=== fetch_decode_unit_flat ===
Figure 1. Clock wires, drivers and flops (fetch_decode_unit_flat).
Bar = 20 um.
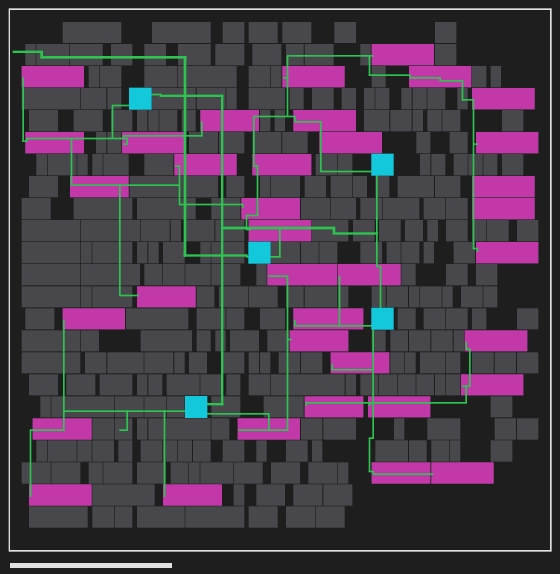

--- config.mk ---
export PLATFORM = sky130hd
export DESIGN_NAME = fetch_decode_unit_flat
export DESIGN_NICKNAME = d
export VERILOG_FILES = /design/src/rtl/k_and_s_pkg.sv /design/src/rtl/fetch_decode_unit_if.sv /design/src/rtl/fetch_decode_unit_decoder.sv /design/src/rtl/fetch_decode_unit.sv /design/src/flat_wrapper.sv
export SDC_FILE = /design/constraint.sdc
export NUM_CORES = 1
export LEC_CHECK = 0
export CAP_MARGIN = 20
export CORE_UTILIZATION = 50
export CTS_BUF_LIST = sky130_fd_sc_hd__clkbuf_4
export DETAILED_ROUTE_END_ITERATION = 6
export PLACE_DENSITY_LB_ADDON = 0.25
export SETUP_SLACK_MARGIN = 0.05
export SYNTH_ARGS = -nofsm -noshare
export SYNTH_HDL_FRONTEND = slang
export SYNTH_SLANG_ARGS = --single-unit
export TNS_END_PERCENT = 100
--- constraint.sdc ---
create_clock -name clk -period 2.2 [get_ports clk]
set_clock_uncertainty 0.15 [all_clocks]
set_input_delay 0.44 -clock clk [delete_from_list [all_inputs] [get_ports clk]]
set_output_delay 0.44 -clock clk [all_outputs]
set_load 0.1 [all_outputs]
--- src/rtl/k_and_s_pkg.sv ---
// Shared types and constants for the fetch/decode front end: decoded opcode
// enumeration, opcode byte values and instruction field positions.
package k_and_s_pkg;

    typedef enum logic [3:0] {
        I_NOP,
        I_LOAD,
        I_STORE,
        I_MOVE,
        I_ADD,
        I_SUB,
        I_AND,
        I_OR,
        I_BRANCH,
        I_BZERO,
        I_BNEG,
        I_BOV,
        I_BNOV,
        I_BNNEG,
        I_BNZERO,
        I_HALT
    } decoded_instruction_type;

    localparam logic [7:0] OPC_LOAD   = 8'h81;
    localparam logic [7:0] OPC_STORE  = 8'h82;
    localparam logic [7:0] OPC_MOVE   = 8'h91;
    localparam logic [7:0] OPC_ADD    = 8'hA1;
    localparam logic [7:0] OPC_SUB    = 8'hA2;
    localparam logic [7:0] OPC_AND    = 8'hA3;
    localparam logic [7:0] OPC_OR     = 8'hA4;
    localparam logic [7:0] OPC_BRANCH = 8'h01;
    localparam logic [7:0] OPC_BZERO  = 8'h02;
    localparam logic [7:0] OPC_BNEG   = 8'h03;
    localparam logic [7:0] OPC_BOV    = 8'h05;
    localparam logic [7:0] OPC_BNOV   = 8'h06;
    localparam logic [7:0] OPC_BNNEG  = 8'h0A;
    localparam logic [7:0] OPC_BNZERO = 8'h0B;
    localparam logic [7:0] OPC_HALT   = 8'hFF;

    localparam int OPC_MSB     = 15;
    localparam int OPC_LSB     = 8;
    localparam int ALU_C_LSB   = 4;
    localparam int ALU_A_LSB   = 2;
    localparam int ALU_B_LSB   = 0;
    localparam int MOVE_C_LSB  = 2;
    localparam int MOVE_A_LSB  = 0;
    localparam int MEM_REG_LSB = 5;

    // Undefined opcode bytes map to I_NOP; no real opcode decodes to I_NOP.
    function automatic decoded_instruction_type decode_opcode(input logic [7:0] opc);
        case (opc)
            OPC_LOAD:   return I_LOAD;
            OPC_STORE:  return I_STORE;
            OPC_MOVE:   return I_MOVE;
            OPC_ADD:    return I_ADD;
            OPC_SUB:    return I_SUB;
            OPC_AND:    return I_AND;
            OPC_OR:     return I_OR;
            OPC_BRANCH: return I_BRANCH;
            OPC_BZERO:  return I_BZERO;
            OPC_BNEG:   return I_BNEG;
            OPC_BOV:    return I_BOV;
            OPC_BNOV:   return I_BNOV;
            OPC_BNNEG:  return I_BNNEG;
            OPC_BNZERO: return I_BNZERO;
            OPC_HALT:   return I_HALT;
            default:    return I_NOP;
        endcase
    endfunction

    function automatic logic opcode_defined(input logic [7:0] opc);
        return decode_opcode(opc) != I_NOP;
    endfunction

endpackage

--- src/rtl/fetch_decode_unit_if.sv ---
// Control/RAM/decode bundle around the fetch/decode unit.
// illegal_op exists only when FD_ILLEGAL_TRAP_EN is defined.
interface fetch_decode_if
    import k_and_s_pkg::*;
#(
    parameter int ADDR_W = 5,
    parameter int DATA_W = 16,
    parameter int CNT_W  = 16
) ();

    logic                    branch;
    logic                    pc_enable;
    logic                    ir_enable;
    logic                    addr_sel;
    logic [DATA_W-1:0]       ram_data_in;
    logic [ADDR_W-1:0]       ram_addr;
    decoded_instruction_type decoded_instruction;
    logic [1:0]              a_addr;
    logic [1:0]              b_addr;
    logic [1:0]              c_addr;
    logic [ADDR_W-1:0]       pc_out;
    logic [CNT_W-1:0]        fetch_count;
`ifdef FD_ILLEGAL_TRAP_EN
    logic                    illegal_op;
`endif

    modport slave (
`ifdef FD_ILLEGAL_TRAP_EN
        output illegal_op,
`endif
        input  branch, pc_enable, ir_enable, addr_sel, ram_data_in,
        output ram_addr, decoded_instruction, a_addr, b_addr, c_addr,
               pc_out, fetch_count
    );

    modport master (
`ifdef FD_ILLEGAL_TRAP_EN
        input  illegal_op,
`endif
        output branch, pc_enable, ir_enable, addr_sel, ram_data_in,
        input  ram_addr, decoded_instruction, a_addr, b_addr, c_addr,
               pc_out, fetch_count
    );

endinterface

--- src/rtl/fetch_decode_unit_decoder.sv ---
// Combinational instruction decoder: registered IR in, opcode and register
// file addresses out. FD_ILLEGAL_TRAP_EN turns undefined opcodes into I_HALT.
module instruction_decoder
    import k_and_s_pkg::*;
(
    input  logic [15:0]             ir,
`ifdef FD_ILLEGAL_TRAP_EN
    input  logic                    ir_valid,
`endif
    output decoded_instruction_type decoded_instruction,
    output logic [1:0]              a_addr,
    output logic [1:0]              b_addr,
    output logic [1:0]              c_addr
);

    decoded_instruction_type opc_dec;
    logic                    unused_ir_bit;

    assign unused_ir_bit = ir[7];

    always_comb begin
        opc_dec             = decode_opcode(ir[OPC_MSB:OPC_LSB]);
        decoded_instruction = opc_dec;
        a_addr              = 2'b00;
        b_addr              = 2'b00;
        c_addr              = 2'b00;

`ifdef FD_ILLEGAL_TRAP_EN
        // The reset value of IR was never fetched, so it stays a plain NOP.
        if (opc_dec == I_NOP && ir_valid) begin
            decoded_instruction = I_HALT;
        end
`endif

        case (opc_dec)
            I_ADD, I_SUB, I_AND, I_OR: begin
                c_addr = ir[ALU_C_LSB +: 2];
                a_addr = ir[ALU_A_LSB +: 2];
                b_addr = ir[ALU_B_LSB +: 2];
            end
            I_MOVE: begin
                c_addr = ir[MOVE_C_LSB +: 2];
                a_addr = ir[MOVE_A_LSB +: 2];
                b_addr = ir[MOVE_A_LSB +: 2];
            end
            I_LOAD:  c_addr = ir[MEM_REG_LSB +: 2];
            I_STORE: a_addr = ir[MEM_REG_LSB +: 2];
            default: ;
        endcase
    end

endmodule

--- src/rtl/fetch_decode_unit.sv ---
// Datapath front end: PC, IR, RAM address mux, retired-fetch counter and decoder.
// Optional sticky illegal-opcode trap under FD_ILLEGAL_TRAP_EN.
module fetch_decode_unit
    import k_and_s_pkg::*;
#(
    parameter int ADDR_W = 5,
    parameter int DATA_W = 16,
    parameter int CNT_W  = 16
) (
    input  logic          clk,
    input  logic          rst,
    fetch_decode_if.slave bus
);

    logic [ADDR_W-1:0]       pc;
    logic [DATA_W-1:0]       ir;
    logic [CNT_W-1:0]        fetch_count;
    logic [ADDR_W-1:0]       ir_target;
    decoded_instruction_type dec_op;
    logic [1:0]              dec_a;
    logic [1:0]              dec_b;
    logic [1:0]              dec_c;

    assign ir_target = ir[ADDR_W-1:0];

    // Branch target always comes from the IR value held before this edge.
    always_ff @(posedge clk) begin
        if (rst) begin
            pc <= '0;
        end else if (bus.pc_enable) begin
            pc <= bus.branch ? ir_target : pc + ADDR_W'(1);
        end
    end

    always_ff @(posedge clk) begin
        if (rst) begin
            ir <= '0;
        end else if (bus.ir_enable) begin
            ir <= bus.ram_data_in;
        end
    end

    always_ff @(posedge clk) begin
        if (rst) begin
            fetch_count <= '0;
        end else if (bus.ir_enable && (fetch_count != {CNT_W{1'b1}})) begin
            fetch_count <= fetch_count + CNT_W'(1);
        end
    end

`ifdef FD_ILLEGAL_TRAP_EN
    logic ir_valid;
    logic illegal_op;

    always_ff @(posedge clk) begin
        if (rst) begin
            ir_valid   <= 1'b0;
            illegal_op <= 1'b0;
        end else if (bus.ir_enable) begin
            ir_valid <= 1'b1;
            if (!opcode_defined(bus.ram_data_in[OPC_MSB:OPC_LSB])) begin
                illegal_op <= 1'b1;
            end
        end
    end

    assign bus.illegal_op = illegal_op;
`endif

    instruction_decoder u_decoder (
        .ir                  (ir),
`ifdef FD_ILLEGAL_TRAP_EN
        .ir_valid            (ir_valid),
`endif
        .decoded_instruction (dec_op),
        .a_addr              (dec_a),
        .b_addr              (dec_b),
        .c_addr              (dec_c)
    );

    assign bus.ram_addr            = bus.addr_sel ? ir_target : pc;
    assign bus.decoded_instruction = dec_op;
    assign bus.a_addr              = dec_a;
    assign bus.b_addr              = dec_b;
    assign bus.c_addr              = dec_c;
    assign bus.pc_out              = pc;
    assign bus.fetch_count         = fetch_count;

endmodule

--- src/flat_wrapper.sv ---
// flat-port wrapper written by rule: the top's interface ports become plain ports
module fetch_decode_unit_flat import k_and_s_pkg::*;
#(
    parameter int ADDR_W = 5,
    parameter int DATA_W = 16,
    parameter int CNT_W  = 16
)
  (clk, rst, bus_branch, bus_pc_enable, bus_ir_enable, bus_addr_sel, bus_ram_data_in, bus_ram_addr, bus_decoded_instruction, bus_a_addr, bus_b_addr, bus_c_addr, bus_pc_out, bus_fetch_count);
  fetch_decode_if #(.ADDR_W(ADDR_W), .DATA_W(DATA_W), .CNT_W(CNT_W)) bus_i ();
  input  logic clk;
  input  logic rst;
  input wire logic [$bits(bus_i.branch)-1:0] bus_branch;
  input wire logic [$bits(bus_i.pc_enable)-1:0] bus_pc_enable;
  input wire logic [$bits(bus_i.ir_enable)-1:0] bus_ir_enable;
  input wire logic [$bits(bus_i.addr_sel)-1:0] bus_addr_sel;
  input wire logic [$bits(bus_i.ram_data_in)-1:0] bus_ram_data_in;
  output wire logic [$bits(bus_i.ram_addr)-1:0] bus_ram_addr;
  output wire logic [$bits(bus_i.decoded_instruction)-1:0] bus_decoded_instruction;
  output wire logic [$bits(bus_i.a_addr)-1:0] bus_a_addr;
  output wire logic [$bits(bus_i.b_addr)-1:0] bus_b_addr;
  output wire logic [$bits(bus_i.c_addr)-1:0] bus_c_addr;
  output wire logic [$bits(bus_i.pc_out)-1:0] bus_pc_out;
  output wire logic [$bits(bus_i.fetch_count)-1:0] bus_fetch_count;
  assign bus_i.branch = bus_branch;
  assign bus_i.pc_enable = bus_pc_enable;
  assign bus_i.ir_enable = bus_ir_enable;
  assign bus_i.addr_sel = bus_addr_sel;
  assign bus_i.ram_data_in = bus_ram_data_in;
  assign bus_ram_addr = bus_i.ram_addr;
  assign bus_decoded_instruction = bus_i.decoded_instruction;
  assign bus_a_addr = bus_i.a_addr;
  assign bus_b_addr = bus_i.b_addr;
  assign bus_c_addr = bus_i.c_addr;
  assign bus_pc_out = bus_i.pc_out;
  assign bus_fetch_count = bus_i.fetch_count;
  fetch_decode_unit #(.ADDR_W(ADDR_W), .DATA_W(DATA_W), .CNT_W(CNT_W)) u_core (.clk(clk), .rst(rst), .bus(bus_i));
endmodule
=== psum_reducer ===
**config.mk**
```make
export PLATFORM = sky130hd
export DESIGN_NAME = psum_reducer
export DESIGN_NICKNAME = d
export VERILOG_FILES = /design/src/rtl/psum_reducer.sv
export SDC_FILE = /design/constraint.sdc
export NUM_CORES = 2
export LEC_CHECK = 0
export CAP_MARGIN = 5
export CORE_AREA = 4 4 766 768
export CTS_CLUSTER_SIZE = 8
export DETAILED_ROUTE_END_ITERATION = 12
export DIE_AREA = 0 0 770 772
export REMOVE_ABC_BUFFERS = 1
export SETUP_SLACK_MARGIN = 0.02
export SLEW_MARGIN = 25
export SYNTH_ARGS = -nofsm -noshare
export SYNTH_HDL_FRONTEND = slang
export SYNTH_SLANG_ARGS = --single-unit
```
**constraint.sdc**
```tcl
create_clock -name clk -period 75.2 [get_ports clk]
set_clock_uncertainty 0.15 [all_clocks]
set_input_delay 7.52 -clock clk [delete_from_list [all_inputs] [get_ports clk]]
set_output_delay 7.52 -clock clk [all_outputs]
set_load 0.02 [all_outputs]
```
**src/rtl/psum_reducer.sv**
```systemverilog
// Serial final-reduction stage: sums NUM_PSUM aligned partial sums into one WIDTH-bit product plus an overflow flag.
// Optional macro PSUM_REDUCER_PAIR_EN folds two partial sums per accumulate cycle.
module psum_reducer #(
  parameter int RADIX    = 108,
  parameter int WIDTH    = RADIX * 2,
  parameter int NUM_PSUM = 8
) (
  input  logic                      clk,
  input  logic                      rst,
  input  logic                      in_valid,
  output logic                      in_ready,
  input  logic [NUM_PSUM*WIDTH-1:0] psum_bus,
  output logic                      out_valid,
  input  logic                      out_ready,
  output logic [WIDTH-1:0]          out_data,
  output logic                      out_ovf,
  output logic                      busy
);

  localparam int ACCW  = $clog2(NUM_PSUM);
  localparam int ACCTW = WIDTH + ACCW;
  localparam int IDXW  = (ACCW < 1) ? 1 : ACCW;

  typedef enum logic [1:0] {IDLE, ACCUM, DONE} state_t;

  state_t             r_state;
  state_t             w_nextState;
  logic [WIDTH-1:0]   r_bank [NUM_PSUM];
  logic [ACCTW-1:0]   r_acc;
  logic [IDXW-1:0]    r_idx;
  logic [WIDTH-1:0]   r_outData;
  logic               r_outOvf;
  logic               w_accept;
  logic               w_last;
  logic [WIDTH:0]     w_addend;
  logic [ACCTW-1:0]   w_accNext;
  logic [IDXW-1:0]    w_idxStep;
  logic [IDXW-1:0]    w_idxLast;

`ifdef PSUM_REDUCER_PAIR_EN
  // idx is always even here, so OR-ing in bit 0 selects the odd partner
  assign w_addend  = {1'b0, r_bank[r_idx]} + {1'b0, r_bank[r_idx | IDXW'(1)]};
  assign w_idxStep = IDXW'(2);
  assign w_idxLast = IDXW'(NUM_PSUM - 2);
`else
  assign w_addend  = {1'b0, r_bank[r_idx]};
  assign w_idxStep = IDXW'(1);
  assign w_idxLast = IDXW'(NUM_PSUM - 1);
`endif

  assign w_accept  = in_valid && (r_state == IDLE);
  assign w_last    = (r_state == ACCUM) && (r_idx == w_idxLast);
  assign w_accNext = r_acc + ACCTW'(w_addend);

  always_ff @(posedge clk or posedge rst) begin
    if (rst) begin
      r_state <= IDLE;
    end else begin
      r_state <= w_nextState;
    end
  end

  always_comb begin
    w_nextState = r_state;
    case (r_state)
      IDLE:    if (in_valid) w_nextState = ACCUM;
      ACCUM:   if (w_last) w_nextState = DONE;
      DONE:    if (out_ready) w_nextState = IDLE;
      default: w_nextState = IDLE;
    endcase
  end

  // in_ready is gated by rst so nothing is offered while reset is held
  always_comb begin
    in_ready  = 1'b0;
    out_valid = 1'b0;
    busy      = 1'b0;
    case (r_state)
      IDLE:    in_ready  = !rst;
      ACCUM:   busy      = 1'b1;
      DONE: begin
        out_valid = 1'b1;
        busy      = 1'b1;
      end
      default: in_ready = 1'b0;
    endcase
  end

  // The bank is fully overwritten on every accept, so it needs no reset
  always_ff @(posedge clk) begin
    if (w_accept) begin
      for (int k = 0; k < NUM_PSUM; k++) begin
        r_bank[k] <= psum_bus[k*WIDTH +: WIDTH];
      end
    end
  end

  always_ff @(posedge clk or posedge rst) begin
    if (rst) begin
      r_acc     <= '0;
      r_idx     <= '0;
      r_outData <= '0;
      r_outOvf  <= 1'b0;
    end else if (w_accept) begin
      r_acc <= '0;
      r_idx <= '0;
    end else if (r_state == ACCUM) begin
      r_acc <= w_accNext;
      r_idx <= r_idx + w_idxStep;
      if (w_last) begin
        r_outData <= w_accNext[WIDTH-1:0];
        r_outOvf  <= |w_accNext[ACCTW-1:WIDTH];
      end
    end
  end

  assign out_data = r_outData;
  assign out_ovf  = r_outOvf;

endmodule

```
=== bounce_generator ===
==> src/rtl/bounce_pkg.sv <==
// Shared types and constants for the switch-bounce emulator.
package bounce_pkg;

  typedef enum logic [1:0] {
    STABLE = 2'd0,
    BOUNCE = 2'd1,
    SETTLE = 2'd2
  } state_t;

  localparam logic [15:0] LFSR_TAPS    = 16'hB400;
  localparam logic [15:0] DEFAULT_SEED = 16'hACE1;

  // Right-shifting Galois step: feedback bit is the LSB shifted out.
  function automatic logic [15:0] lfsr_next(input logic [15:0] s);
    return s[0] ? ((s >> 1) ^ LFSR_TAPS) : (s >> 1);
  endfunction

endpackage

==> src/rtl/lfsr16.sv <==
// Free-running 16-bit Galois LFSR; a zero seed is replaced so it can never lock up.
module lfsr16
  import bounce_pkg::*;
#(
  parameter logic [15:0] SEED = DEFAULT_SEED
) (
  input  logic        clock,
  input  logic        reset,
  output logic [15:0] q
);

  localparam logic [15:0] INIT = (SEED == 16'd0) ? 16'h0001 : SEED;

  always_ff @(posedge clock or posedge reset) begin
    if (reset) q <= INIT;
    else       q <= lfsr_next(q);
  end

endmodule

==> src/rtl/bounce_generator.sv <==
// Switch-bounce emulator: turns a clean press level into a bouncing raw contact
// level with LFSR-driven toggle spacing, then reports settle with a done pulse.
module bounce_generator
  import bounce_pkg::*;
#(
  parameter int          CNT_W      = 16,
  parameter int          BOUNCE_LEN = 1000,
  parameter int          MIN_GAP    = 4,
  parameter int          GAP_BITS   = 3,
  parameter logic [15:0] LFSR_SEED  = DEFAULT_SEED
) (
  input  logic       clock,
  input  logic       reset,
  input  logic       press,
  input  logic       bounce_en,
  output logic       raw,
  output logic       busy,
  output logic       done,
  output logic [7:0] edge_count
);

  localparam int               GAP_W    = $clog2(MIN_GAP + (1 << GAP_BITS) + 1);
  localparam logic [CNT_W-1:0] WIN_LOAD = CNT_W'(BOUNCE_LEN - 1);

  state_t           state;
  logic             target;
  logic [CNT_W-1:0] win;
  logic [GAP_W-1:0] gap;
  logic [GAP_W-1:0] gap_load;
  logic [7:0]       ec_inc;
  logic [15:0]      lfsr;
  logic             unused_lfsr_bits;

  lfsr16 #(.SEED(LFSR_SEED)) u_lfsr (
    .clock (clock),
    .reset (reset),
    .q     (lfsr)
  );

  assign gap_load         = GAP_W'(MIN_GAP) + GAP_W'(lfsr[GAP_BITS-1:0]);
  assign ec_inc           = (edge_count == 8'hFF) ? 8'hFF : edge_count + 8'd1;
  assign unused_lfsr_bits = ^lfsr;

  always_ff @(posedge clock or posedge reset) begin
    if (reset) begin
      state      <= STABLE;
      target     <= 1'b0;
      raw        <= 1'b0;
      busy       <= 1'b0;
      done       <= 1'b0;
      edge_count <= 8'd0;
      win        <= '0;
      gap        <= '0;
    end else begin
      done <= 1'b0;
      case (state)
        STABLE: begin
          if (press != target) begin
            target     <= press;
            edge_count <= 8'd1;
            if (bounce_en) begin
              raw   <= ~raw;
              win   <= WIN_LOAD;
              gap   <= gap_load;
              busy  <= 1'b1;
              state <= BOUNCE;
            end else begin
              raw   <= press;
              state <= SETTLE;
            end
          end
        end
        BOUNCE: begin
          if (win == '0) begin
            raw   <= target;
            busy  <= 1'b0;
            state <= SETTLE;
            if (raw != target) edge_count <= ec_inc;
          end else begin
            win <= win - CNT_W'(1);
            // gap counts cycles left until the next toggle; it fires as it expires
            if (gap == GAP_W'(1)) begin
              raw        <= ~raw;
              edge_count <= ec_inc;
              gap        <= gap_load;
            end else begin
              gap <= gap - GAP_W'(1);
            end
          end
        end
        SETTLE: begin
          done  <= 1'b1;
          state <= STABLE;
        end
        default: state <= STABLE;
      endcase
    end
  end

endmodule
==> config.mk <==
export PLATFORM = sky130hd
export DESIGN_NAME = bounce_generator
export DESIGN_NICKNAME = d
export VERILOG_FILES = /design/src/rtl/bounce_pkg.sv /design/src/rtl/lfsr16.sv /design/src/rtl/bounce_generator.sv
export SDC_FILE = /design/constraint.sdc
export NUM_CORES = 1
export LEC_CHECK = 0
export CORE_MARGIN = 2
export CORE_UTILIZATION = 40
export CTS_CLUSTER_SIZE = 8
export DETAILED_ROUTE_END_ITERATION = 10
export PLACE_DENSITY_LB_ADDON = 0.1
export SLEW_MARGIN = 10
export SYNTH_ARGS = -nofsm -noshare
export SYNTH_HDL_FRONTEND = slang
export SYNTH_SLANG_ARGS = --single-unit
export TNS_END_PERCENT = 10
==> constraint.sdc <==
create_clock -name clock -period 5.51 [get_ports clock]
set_input_delay 0.551 -clock clock [delete_from_list [all_inputs] [get_ports clock]]
set_output_delay 0.551 -clock clock [all_outputs]
set_load 0.1 [all_outputs]
=== comfort_ctrl_flat ===
$ cat src/rtl/comfort_ctrl_if.sv
// Signal bundle between the DHT11 reader side and the comfort controller:
// sensor reading and setpoint in, actuator and status outputs back.
interface comfort_ctrl_if;
    logic       done_i;
    logic [7:0] temp_i;
    logic [7:0] hum_i;
    logic [7:0] setpoint_i;
    logic       heat_o;
    logic       fan_pwm_o;
    logic [7:0] fan_duty_o;
    logic [1:0] mode_o;
    logic [7:0] temp_avg_o;
    logic [7:0] hum_avg_o;
    logic       avg_valid_o;
    logic       alarm_o;
    logic       stale_o;

    modport master (
        output done_i, temp_i, hum_i, setpoint_i,
        input  heat_o, fan_pwm_o, fan_duty_o, mode_o, temp_avg_o, hum_avg_o,
               avg_valid_o, alarm_o, stale_o
    );

    modport slave (
        input  done_i, temp_i, hum_i, setpoint_i,
        output heat_o, fan_pwm_o, fan_duty_o, mode_o, temp_avg_o, hum_avg_o,
               avg_valid_o, alarm_o, stale_o
    );
endinterface

$ cat src/rtl/comfort_ctrl.sv
// Comfort controller: 4-sample moving average of temperature/humidity, hysteresis
// heater/fan state machine, PWM fan drive, alarm and stale-sensor watchdog.
module comfort_ctrl #(
    parameter int CLK_HZ       = 16000000,
    parameter int HYST         = 1,
    parameter int GAIN         = 32,
    parameter int T_MIN        = 18,
    parameter int T_MAX        = 30,
    parameter int HUM_MAX      = 70,
    parameter int HUM_DUTY     = 64,
    parameter int FAULT_DUTY   = 128,
    parameter int PWM_DIV      = 64,
    parameter int STALE_CYCLES = 3 * CLK_HZ
) (
    input  logic          clk_i,
    input  logic          rst_i,
    comfort_ctrl_if.slave bus
);
    localparam int WIN  = 4;
    localparam int WD_W = $clog2(STALE_CYCLES + 1);
    localparam int PS_W = (PWM_DIV > 1) ? $clog2(PWM_DIV) : 1;

    localparam logic [WD_W-1:0] STALE_VAL   = WD_W'(STALE_CYCLES);
    localparam logic [PS_W-1:0] PS_LAST     = PS_W'(PWM_DIV - 1);
    localparam logic [9:0]      HYST10      = 10'(HYST);
    localparam logic [9:0]      GAIN10      = 10'(GAIN);
    localparam logic [9:0]      T_MIN10     = 10'(T_MIN);
    localparam logic [9:0]      T_MAX10     = 10'(T_MAX);
    localparam logic [9:0]      HUM_MAX10   = 10'(HUM_MAX);
    localparam logic [7:0]      HUM_DUTY8   = 8'(HUM_DUTY);
    localparam logic [7:0]      FAULT_DUTY8 = 8'(FAULT_DUTY);

    typedef enum logic [1:0] {
        ST_IDLE  = 2'd0,
        ST_HEAT  = 2'd1,
        ST_COOL  = 2'd2,
        ST_FAULT = 2'd3
    } state_t;

    logic done_q_reg;
    logic accept;
    logic acc_q_reg;
    logic upd_reg;

    logic [7:0] temp_win_reg  [WIN];
    logic [7:0] hum_win_reg   [WIN];
    logic [7:0] temp_win_next [WIN];
    logic [7:0] hum_win_next  [WIN];
    logic       win_loaded_reg;
    logic [9:0] temp_sum;
    logic [9:0] hum_sum;
    logic [7:0] temp_avg_reg;
    logic [7:0] hum_avg_reg;
    logic       avg_valid_reg;

    logic [WD_W-1:0] wd_cnt_reg;
    logic            stale_reg;
    logic            stale_next;

    state_t     state_reg, state_next;
    logic       heat_reg, heat_next;
    logic [7:0] duty_reg, duty_next;
    logic       alarm_reg, alarm_next;
    logic [9:0] t_avg10, h_avg10, sp10, diff10;
    logic [19:0] cool_prod;
    logic [7:0] cool_duty;

    logic [PS_W-1:0] presc_reg;
    logic [7:0]      pwm_cnt_reg;
    logic [7:0]      active_duty_reg;
    logic            pwm_step;

    // Rising edge of done_i only; a held level produces a single sample.
    assign accept = bus.done_i & ~done_q_reg;

    // Entry 0 takes the new reading; later entries shift, or all preload on the first sample.
    genvar gi;
    generate
        for (gi = 0; gi < WIN; gi++) begin : g_win
            if (gi == 0) begin : g_head
                assign temp_win_next[gi] = bus.temp_i;
                assign hum_win_next[gi]  = bus.hum_i;
            end else begin : g_tail
                assign temp_win_next[gi] = win_loaded_reg ? temp_win_reg[gi-1] : bus.temp_i;
                assign hum_win_next[gi]  = win_loaded_reg ? hum_win_reg[gi-1]  : bus.hum_i;
            end
        end
    endgenerate

    always_comb begin
        temp_sum = '0;
        hum_sum  = '0;
        for (int i = 0; i < WIN; i++) begin
            temp_sum = temp_sum + {2'b00, temp_win_reg[i]};
            hum_sum  = hum_sum  + {2'b00, hum_win_reg[i]};
        end
    end

    always_ff @(posedge clk_i) begin
        if (rst_i) begin
            done_q_reg     <= 1'b0;
            acc_q_reg      <= 1'b0;
            upd_reg        <= 1'b0;
            win_loaded_reg <= 1'b0;
            temp_avg_reg   <= '0;
            hum_avg_reg    <= '0;
            avg_valid_reg  <= 1'b0;
            for (int i = 0; i < WIN; i++) begin
                temp_win_reg[i] <= '0;
                hum_win_reg[i]  <= '0;
            end
        end else begin
            done_q_reg    <= bus.done_i;
            acc_q_reg     <= accept;
            upd_reg       <= acc_q_reg;
            temp_avg_reg  <= temp_sum[9:2];
            hum_avg_reg   <= hum_sum[9:2];
            avg_valid_reg <= win_loaded_reg;
            if (accept) begin
                temp_win_reg   <= temp_win_next;
                hum_win_reg    <= hum_win_next;
                win_loaded_reg <= 1'b1;
            end
        end
    end

    // A sample landing in the threshold cycle clears the count before the fault is raised.
    assign stale_next = (wd_cnt_reg == STALE_VAL) && !accept;

    always_ff @(posedge clk_i) begin
        if (rst_i) begin
            wd_cnt_reg <= '0;
            stale_reg  <= 1'b0;
        end else begin
            stale_reg <= stale_next;
            if (accept)
                wd_cnt_reg <= '0;
            else if (wd_cnt_reg != STALE_VAL)
                wd_cnt_reg <= wd_cnt_reg + WD_W'(1);
        end
    end

    assign t_avg10   = {2'b00, temp_avg_reg};
    assign h_avg10   = {2'b00, hum_avg_reg};
    assign sp10      = {2'b00, bus.setpoint_i};
    assign diff10    = t_avg10 - sp10;
    assign cool_prod = {10'd0, diff10} * {10'd0, GAIN10};
    assign cool_duty = (cool_prod > 20'd255) ? 8'hFF : cool_prod[7:0];

    always_comb begin
        state_next = state_reg;
        heat_next  = heat_reg;
        duty_next  = duty_reg;
        alarm_next = alarm_reg;
        if (stale_next) begin
            state_next = ST_FAULT;
            heat_next  = 1'b0;
            duty_next  = FAULT_DUTY8;
        end else if (upd_reg) begin
            // FAULT leaves through the IDLE rules using the fresh average.
            case (state_reg)
                ST_HEAT: state_next = (t_avg10 >= sp10) ? ST_IDLE : ST_HEAT;
                ST_COOL: state_next = (t_avg10 <= sp10) ? ST_IDLE : ST_COOL;
                default: begin
                    if (t_avg10 + HYST10 < sp10)
                        state_next = ST_HEAT;
                    else if (t_avg10 > sp10 + HYST10)
                        state_next = ST_COOL;
                    else
                        state_next = ST_IDLE;
                end
            endcase
            alarm_next = (t_avg10 < T_MIN10) || (t_avg10 > T_MAX10);
            case (state_next)
                ST_HEAT: begin
                    heat_next = 1'b1;
                    duty_next = 8'd0;
                end
                ST_COOL: begin
                    heat_next = 1'b0;
                    duty_next = cool_duty;
                end
                default: begin
                    heat_next = 1'b0;
                    duty_next = (h_avg10 > HUM_MAX10) ? HUM_DUTY8 : 8'd0;
                end
            endcase
        end
    end

    always_ff @(posedge clk_i) begin
        if (rst_i) begin
            state_reg <= ST_IDLE;
            heat_reg  <= 1'b0;
            duty_reg  <= '0;
            alarm_reg <= 1'b0;
        end else begin
            state_reg <= state_next;
            heat_reg  <= heat_next;
            duty_reg  <= duty_next;
            alarm_reg <= alarm_next;
        end
    end

    // New duty only takes effect at a period boundary so no PWM period is truncated.
    assign pwm_step = (presc_reg == PS_LAST);

    always_ff @(posedge clk_i) begin
        if (rst_i) begin
            presc_reg       <= '0;
            pwm_cnt_reg     <= '0;
            active_duty_reg <= '0;
        end else begin
            presc_reg <= pwm_step ? '0 : presc_reg + PS_W'(1);
            if (pwm_step) begin
                pwm_cnt_reg <= pwm_cnt_reg + 8'd1;
                if (pwm_cnt_reg == 8'hFF)
                    active_duty_reg <= duty_reg;
            end
        end
    end

    assign bus.heat_o      = heat_reg;
    assign bus.fan_pwm_o   = (pwm_cnt_reg < active_duty_reg);
    assign bus.fan_duty_o  = duty_reg;
    assign bus.mode_o      = state_reg;
    assign bus.temp_avg_o  = temp_avg_reg;
    assign bus.hum_avg_o   = hum_avg_reg;
    assign bus.avg_valid_o = avg_valid_reg;
    assign bus.alarm_o     = alarm_reg;
    assign bus.stale_o     = stale_reg;
endmodule
$ cat src/flat_wrapper.sv
// flat-port wrapper written by rule: the top's interface ports become plain ports
module comfort_ctrl_flat 
#(
    parameter int CLK_HZ       = 16000000,
    parameter int HYST         = 1,
    parameter int GAIN         = 32,
    parameter int T_MIN        = 18,
    parameter int T_MAX        = 30,
    parameter int HUM_MAX      = 70,
    parameter int HUM_DUTY     = 64,
    parameter int FAULT_DUTY   = 128,
    parameter int PWM_DIV      = 64,
    parameter int STALE_CYCLES = 3 * CLK_HZ
)
  (clk_i, rst_i, bus_done_i, bus_temp_i, bus_hum_i, bus_setpoint_i, bus_heat_o, bus_fan_pwm_o, bus_fan_duty_o, bus_mode_o, bus_temp_avg_o, bus_hum_avg_o, bus_avg_valid_o, bus_alarm_o, bus_stale_o);
  comfort_ctrl_if bus_i ();
  input  logic clk_i;
  input  logic rst_i;
  input wire logic [$bits(bus_i.done_i)-1:0] bus_done_i;
  input wire logic [$bits(bus_i.temp_i)-1:0] bus_temp_i;
  input wire logic [$bits(bus_i.hum_i)-1:0] bus_hum_i;
  input wire logic [$bits(bus_i.setpoint_i)-1:0] bus_setpoint_i;
  output wire logic [$bits(bus_i.heat_o)-1:0] bus_heat_o;
  output wire logic [$bits(bus_i.fan_pwm_o)-1:0] bus_fan_pwm_o;
  output wire logic [$bits(bus_i.fan_duty_o)-1:0] bus_fan_duty_o;
  output wire logic [$bits(bus_i.mode_o)-1:0] bus_mode_o;
  output wire logic [$bits(bus_i.temp_avg_o)-1:0] bus_temp_avg_o;
  output wire logic [$bits(bus_i.hum_avg_o)-1:0] bus_hum_avg_o;
  output wire logic [$bits(bus_i.avg_valid_o)-1:0] bus_avg_valid_o;
  output wire logic [$bits(bus_i.alarm_o)-1:0] bus_alarm_o;
  output wire logic [$bits(bus_i.stale_o)-1:0] bus_stale_o;
  assign bus_i.done_i = bus_done_i;
  assign bus_i.temp_i = bus_temp_i;
  assign bus_i.hum_i = bus_hum_i;
  assign bus_i.setpoint_i = bus_setpoint_i;
  assign bus_heat_o = bus_i.heat_o;
  assign bus_fan_pwm_o = bus_i.fan_pwm_o;
  assign bus_fan_duty_o = bus_i.fan_duty_o;
  assign bus_mode_o = bus_i.mode_o;
  assign bus_temp_avg_o = bus_i.temp_avg_o;
  assign bus_hum_avg_o = bus_i.hum_avg_o;
  assign bus_avg_valid_o = bus_i.avg_valid_o;
  assign bus_alarm_o = bus_i.alarm_o;
  assign bus_stale_o = bus_i.stale_o;
  comfort_ctrl #(.CLK_HZ(CLK_HZ), .HYST(HYST), .GAIN(GAIN), .T_MIN(T_MIN), .T_MAX(T_MAX), .HUM_MAX(HUM_MAX), .HUM_DUTY(HUM_DUTY), .FAULT_DUTY(FAULT_DUTY), .PWM_DIV(PWM_DIV), .STALE_CYCLES(STALE_CYCLES)) u_core (.clk_i(clk_i), .rst_i(rst_i), .bus(bus_i));
endmodule
$ cat config.mk
export PLATFORM = sky130hd
export DESIGN_NAME = comfort_ctrl_flat
export DESIGN_NICKNAME = d
export VERILOG_FILES = /design/src/rtl/comfort_ctrl_if.sv /design/src/rtl/comfort_ctrl.sv /design/src/flat_wrapper.sv
export SDC_FILE = /design/constraint.sdc
export NUM_CORES = 1
export LEC_CHECK = 0
export CAP_MARGIN = 20
export CORE_ASPECT_RATIO = 1.75
export CORE_MARGIN = 4
export CORE_UTILIZATION = 60
export DETAILED_ROUTE_END_ITERATION = 7
export GPL_TIMING_DRIVEN = 0
export PLACE_DENSITY = 0.83
export SETUP_SLACK_MARGIN = 0.1
export SYNTH_ARGS = -nofsm -noshare
export SYNTH_HDL_FRONTEND = slang
export SYNTH_SLANG_ARGS = --single-unit
$ cat constraint.sdc
create_clock -name clk_i -period 7.5 [get_ports clk_i]
set_clock_uncertainty 0.15 [all_clocks]
set_input_delay 1.875 -clock clk_i [delete_from_list [all_inputs] [get_ports clk_i]]
set_output_delay 1.875 -clock clk_i [all_outputs]
set_load 0.05 [all_outputs]
Figure 2. Met2 routing (psum_reducer).
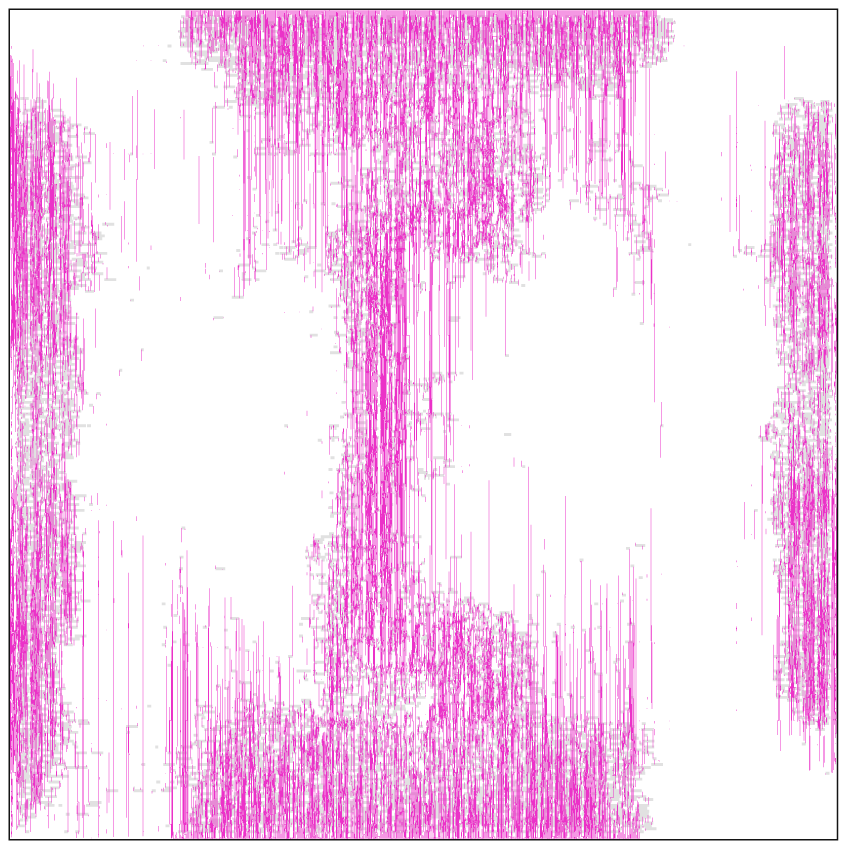
wire length on this layer: 227 mm
share of all routed wire: 44%
nets with wire on the layer: 9529
main direction: vertical
M2 GR Usage: 25.7%
detailed-route via count: 68100
WL final: 513 mm

==> results.sh, psum_reducer <==
# implementation run metrics
export IMPL_flop_cell="edfxtp_1"
export IMPL_sh_seq_area_pct=46.4
export IMPL_tightest_slew_ns=1.17
export IMPL_hold_slack_ns=0.318
export IMPL_areaGrowthSynthToFinish_pct=39.3
export IMPL_p_comb_mw=3.24
export IMPL_met1_length_mm=215
export IMPL_hpwl_mm=424
export IMPL_synth_area_sq_mm=0.0974
export IMPL_timing_fmax_ghz=0.0596
export IMPL_mostFrequentLayoutCells="1951 x clkdlybuf4s50_1, 1728 x edfxtp_1, 895 x nand2_1"
export IMPL_status="finished clean"
export IMPL_synth_cell_type_count=90
export IMPL_fp_util_pct=16.8
export IMPL_synth_top_cell_area_share_pct=53.3
export IMPL_p_clk_mw=1.36
export IMPL_clockBufferCount=409
export IMPL_final_antenna_net_count=0
export IMPL_synth_top_cell_by_count="edfxtp_1"
export IMPL_viasPerCell=4.08
export IMPL_warning_count=39
export IMPL_p_leak_nw=47.1
export IMPL_ys_flops=2169
export IMPL_post_route_cell_area_sq_mm=0.136
export IMPL_drt_pass1_iterations=5
export IMPL_cts_tree="done"
export IMPL_grt_busiest_layer="met2"
export IMPL_comb_share_pct=24.3
export IMPL_dominant_cells="flip-flops and latches"
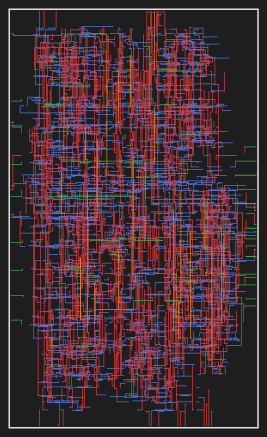
Figure 3: comfort_ctrl_flat, signal wires by layer.
legend:
  blue:
    layer: metal 1
    wire_length: 6930 um
  green:
    layer: metal 3
    wire_length: 500 um
  red:
    layer: metal 2
    wire_length: 10100 um
  orange:
    layer: metal 4
    wire_length: 776 um
WL final: 18.3 mm
detailed-route via count: 6745
GRT Total Usage: 25.0%

==> results.sh, comfort_ctrl_flat <==
# implementation run metrics
export IMPL_status="finished clean"
export IMPL_r2r_start="u_core.hum_win_reg[25]$_SDFFE_PP0P_"
export IMPL_max_cap_violations=0
export IMPL_io_buffers=56
export IMPL_comb_share_pct=50.4
export IMPL_mux_share_pct=0.894
export IMPL_logic_gates=660
export IMPL_setup_viol_count_final=0
export IMPL_ys_flops=138
export IMPL_edf_count=0
export IMPL_cts_tree="done"
export IMPL_path_buffers=2
export IMPL_ir_drop_uv=187
export IMPL_critPathCapture="u_core.bus.fan_duty_o[7]$_SDFFE_PP0P_"
export IMPL_signal_buffer_area_fraction_pct=7.58
export IMPL_areaGrowthSynthToFinish_pct=17.4
export IMPL_maxSlewHeadroom_pct=55.3
export IMPL_yosys_cells=925
export IMPL_mostFrequentLayoutCells="138 x dfxtp_1, 91 x inv_1, 84 x a21oi_1"
export IMPL_clockBufferDepth=2
export IMPL_p_clk_share_pct=41.0
export IMPL_synth_simple_area_share_pct=17.4
export IMPL_placementRows=55
export IMPL_logic_area_sq_mm=0.00472
export IMPL_fp_dieH_um=161
export IMPL_diodes=0
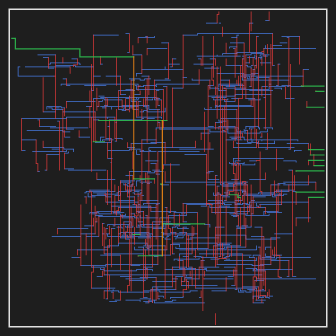
Figure 4: bounce_generator, signal wires by layer.
legend:
  blue:
    layer: metal 1
    wire_length: 2190 um
  red:
    layer: metal 2
    wire_length: 2010 um
  green:
    layer: metal 3
    wire_length: 128 um
  orange:
    layer: metal 4
    wire_length: 66.0 um
detailed-route via count: 1751
GRT Total Usage: 15.8%
WL per Instance: 13.7 um
WL final: 4.40 mm

==> results.sh, bounce_generator <==
# implementation run metrics
export IMPL_status="finished clean"
export IMPL_flop_area_sq_mm=0.00126
export IMPL_met3_usage_pct=3.33
export IMPL_ir_drop_uv=243
export IMPL_post_route_cell_area_sq_mm=0.00266
export IMPL_critPathCapture="edge_count[0]$_DFFE_PP0P_"
export IMPL_fillers=590
export IMPL_crit_fanout=9
export IMPL_io_buffers=14
export IMPL_mux_share_pct=1.95
export IMPL_yosys_top_cells_count="42 x dfrtp_1, 25 x nor2_1, 17 x a21oi_1, 15 x o21ai_0, 12 x inv_1"
export IMPL_reg2reg_depth=7
export IMPL_fin_crit_sh_pct=53.4
export IMPL_warning_count=27
export IMPL_grt_busiest_layer="met2"
export IMPL_setup_viol_count_final=0
export IMPL_fin_ws_ns=2.57
export IMPL_die_w_um=81.1
export IMPL_grt_max_degree=51
export IMPL_holdCritPathClass="flop to flop"
export IMPL_edf_count=0
export IMPL_hold_viol_final=0
export IMPL_worstSetupPathType="flop to flop"
export IMPL_wl_met2_mm=2.01
export IMPL_p_clk_uw=226
export IMPL_hpwl_mm=3.11
export IMPL_grt_overflow=0
export IMPL_cts_buffers=5
export IMPL_p_comb_uw=494
export IMPL_maxPowerGroup="combinational logic"
export IMPL_cts_max_level=2
export IMPL_cp_slowest_stage_delay_ns=0.55
export IMPL_hold_path_cell_count=0
export IMPL_ys_seq_share_pct=53.1
export IMPL_drive_gt1_share_pct=10.5
export IMPL_switching_share_pct=44.4
export IMPL_taps=75
export IMPL_clkSlewWorstSetupHoldPaths_ns=0.10
export IMPL_lay_top_count="dfrtp_1"
export IMPL_p_leak_nw=1.08
export IMPL_synthArstFlopShare_pct=100
export IMPL_cp_startpoint="win[0]$_DFFE_PP0P_"
export IMPL_worst_setup_path_start_kind="flop"
export IMPL_sh_seq_area_pct=47.4
export IMPL_compound_area_share_pct=15.8
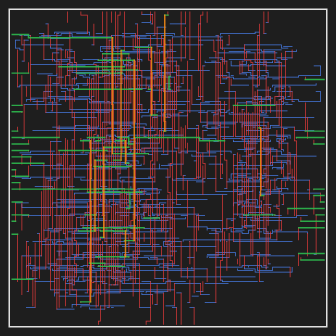
Figure 5: fetch_decode_unit_flat, signal wires by layer.
legend:
  red:
    layer: metal 2
    wire_length: 3090 um
  orange:
    layer: metal 4
    wire_length: 217 um
  blue:
    layer: metal 1
    wire_length: 2480 um
  green:
    layer: metal 3
    wire_length: 368 um
WL per Instance: 16.6 um
detailed-route via count: 2239
GRT Total Usage: 28.5%

Notes on Figure 1 above:
legend:
  cyan:
    item: clock drivers
    count: 5
  magenta:
    item: flip-flops
    count: 36
  green:
    item: clock wires
    length: 511 um
routed clock nets: 6
Latency at later pin: 0.36 ns
Clock Power Share: 29.6%
Clock group: 490 uW

==> results.sh, fetch_decode_unit_flat <==
# implementation run metrics
export IMPL_status="finished with violations"
export IMPL_violations="setup timing"
export IMPL_post_route_cell_area_sq_mm=0.00316
export IMPL_fp_dieArea_sq_mm=0.00445
export IMPL_switching_share_pct=33.7
export IMPL_p_comb_uw=448
export IMPL_synth_top_cell_by_count="dfxtp_1"
export IMPL_yosys_top_cells_count="36 x dfxtp_1, 34 x nor2_1, 18 x mux2i_1, 13 x a21oi_1, 11 x nand2_1"
export IMPL_ys_seq_share_pct=34.4
export IMPL_fin_ws_ns=-0.529
export IMPL_critPathCapture="bus_c_addr[0]"
export IMPL_path_buffers=3
export IMPL_reg2reg_depth=5
export IMPL_synth_area_sq_mm=0.00209
export IMPL_clkSlewWorstSetupHoldPaths_ns=0.12
export IMPL_maxPowerGroup="registers"
export IMPL_ys_warn_count=0
export IMPL_maxSlewViolCount=0
export IMPL_setup_viol_count_final=10
export IMPL_logic_area_sq_mm=0.00139
export IMPL_synth_avg_cell_area_sq_um=8.34
export IMPL_drc=0
export IMPL_sh_seq_area_pct=23.9
export IMPL_synth_cell_type_count=46

==> gallery <==
Clock wires, drivers and flops.
picture 1
Bar = 200 um.
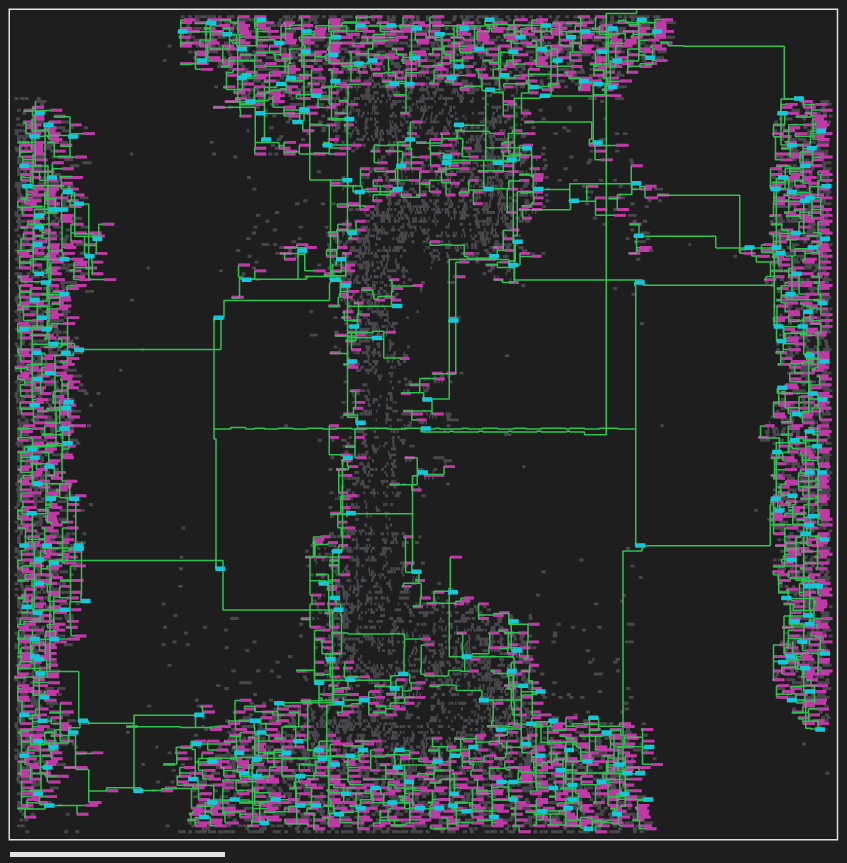
picture 2
Bar = 20 um.
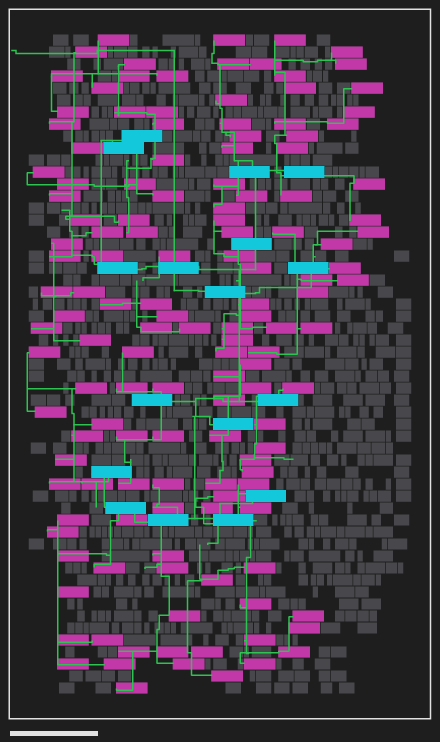
picture 3
Bar = 20 um.
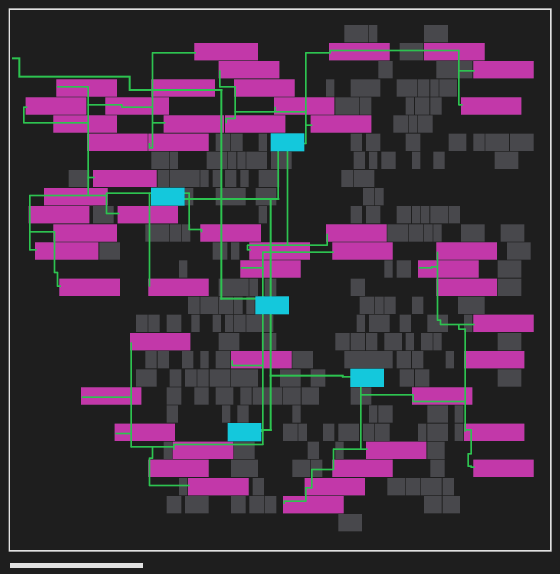
The one with the most sequential cells is picture 1.
Picture 3 comes from bounce_generator.
Picture 1 comes from psum_reducer.
Picture 2 comes from comfort_ctrl_flat.

Key to picture 1:
legend:
  green:
    item: clock wires
    length: 35.2 mm
  magenta:
    item: flip-flops
    count: 2169
  cyan:
    item: clock drivers
    count: 318
routed clock nets: 319



==> layout pictures side by side <==
Met2 routing.
Plate I
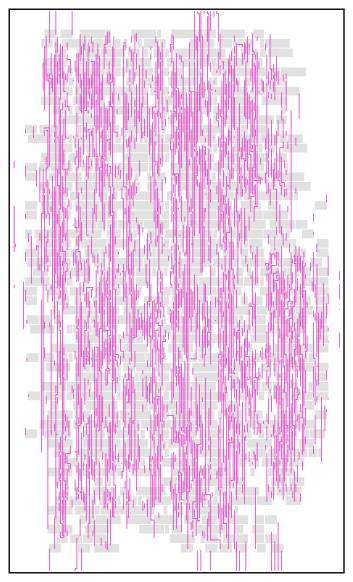
Plate II
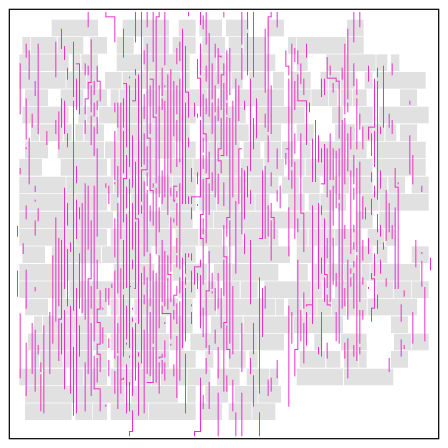
Plate III
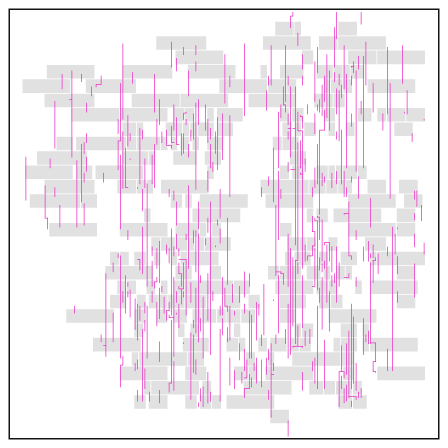
| picture | from |
|---|---|
| Plate III | bounce_generator |
| Plate II | fetch_decode_unit_flat |
| Plate I | comfort_ctrl_flat |

Power and IR drop assume default switching activity.
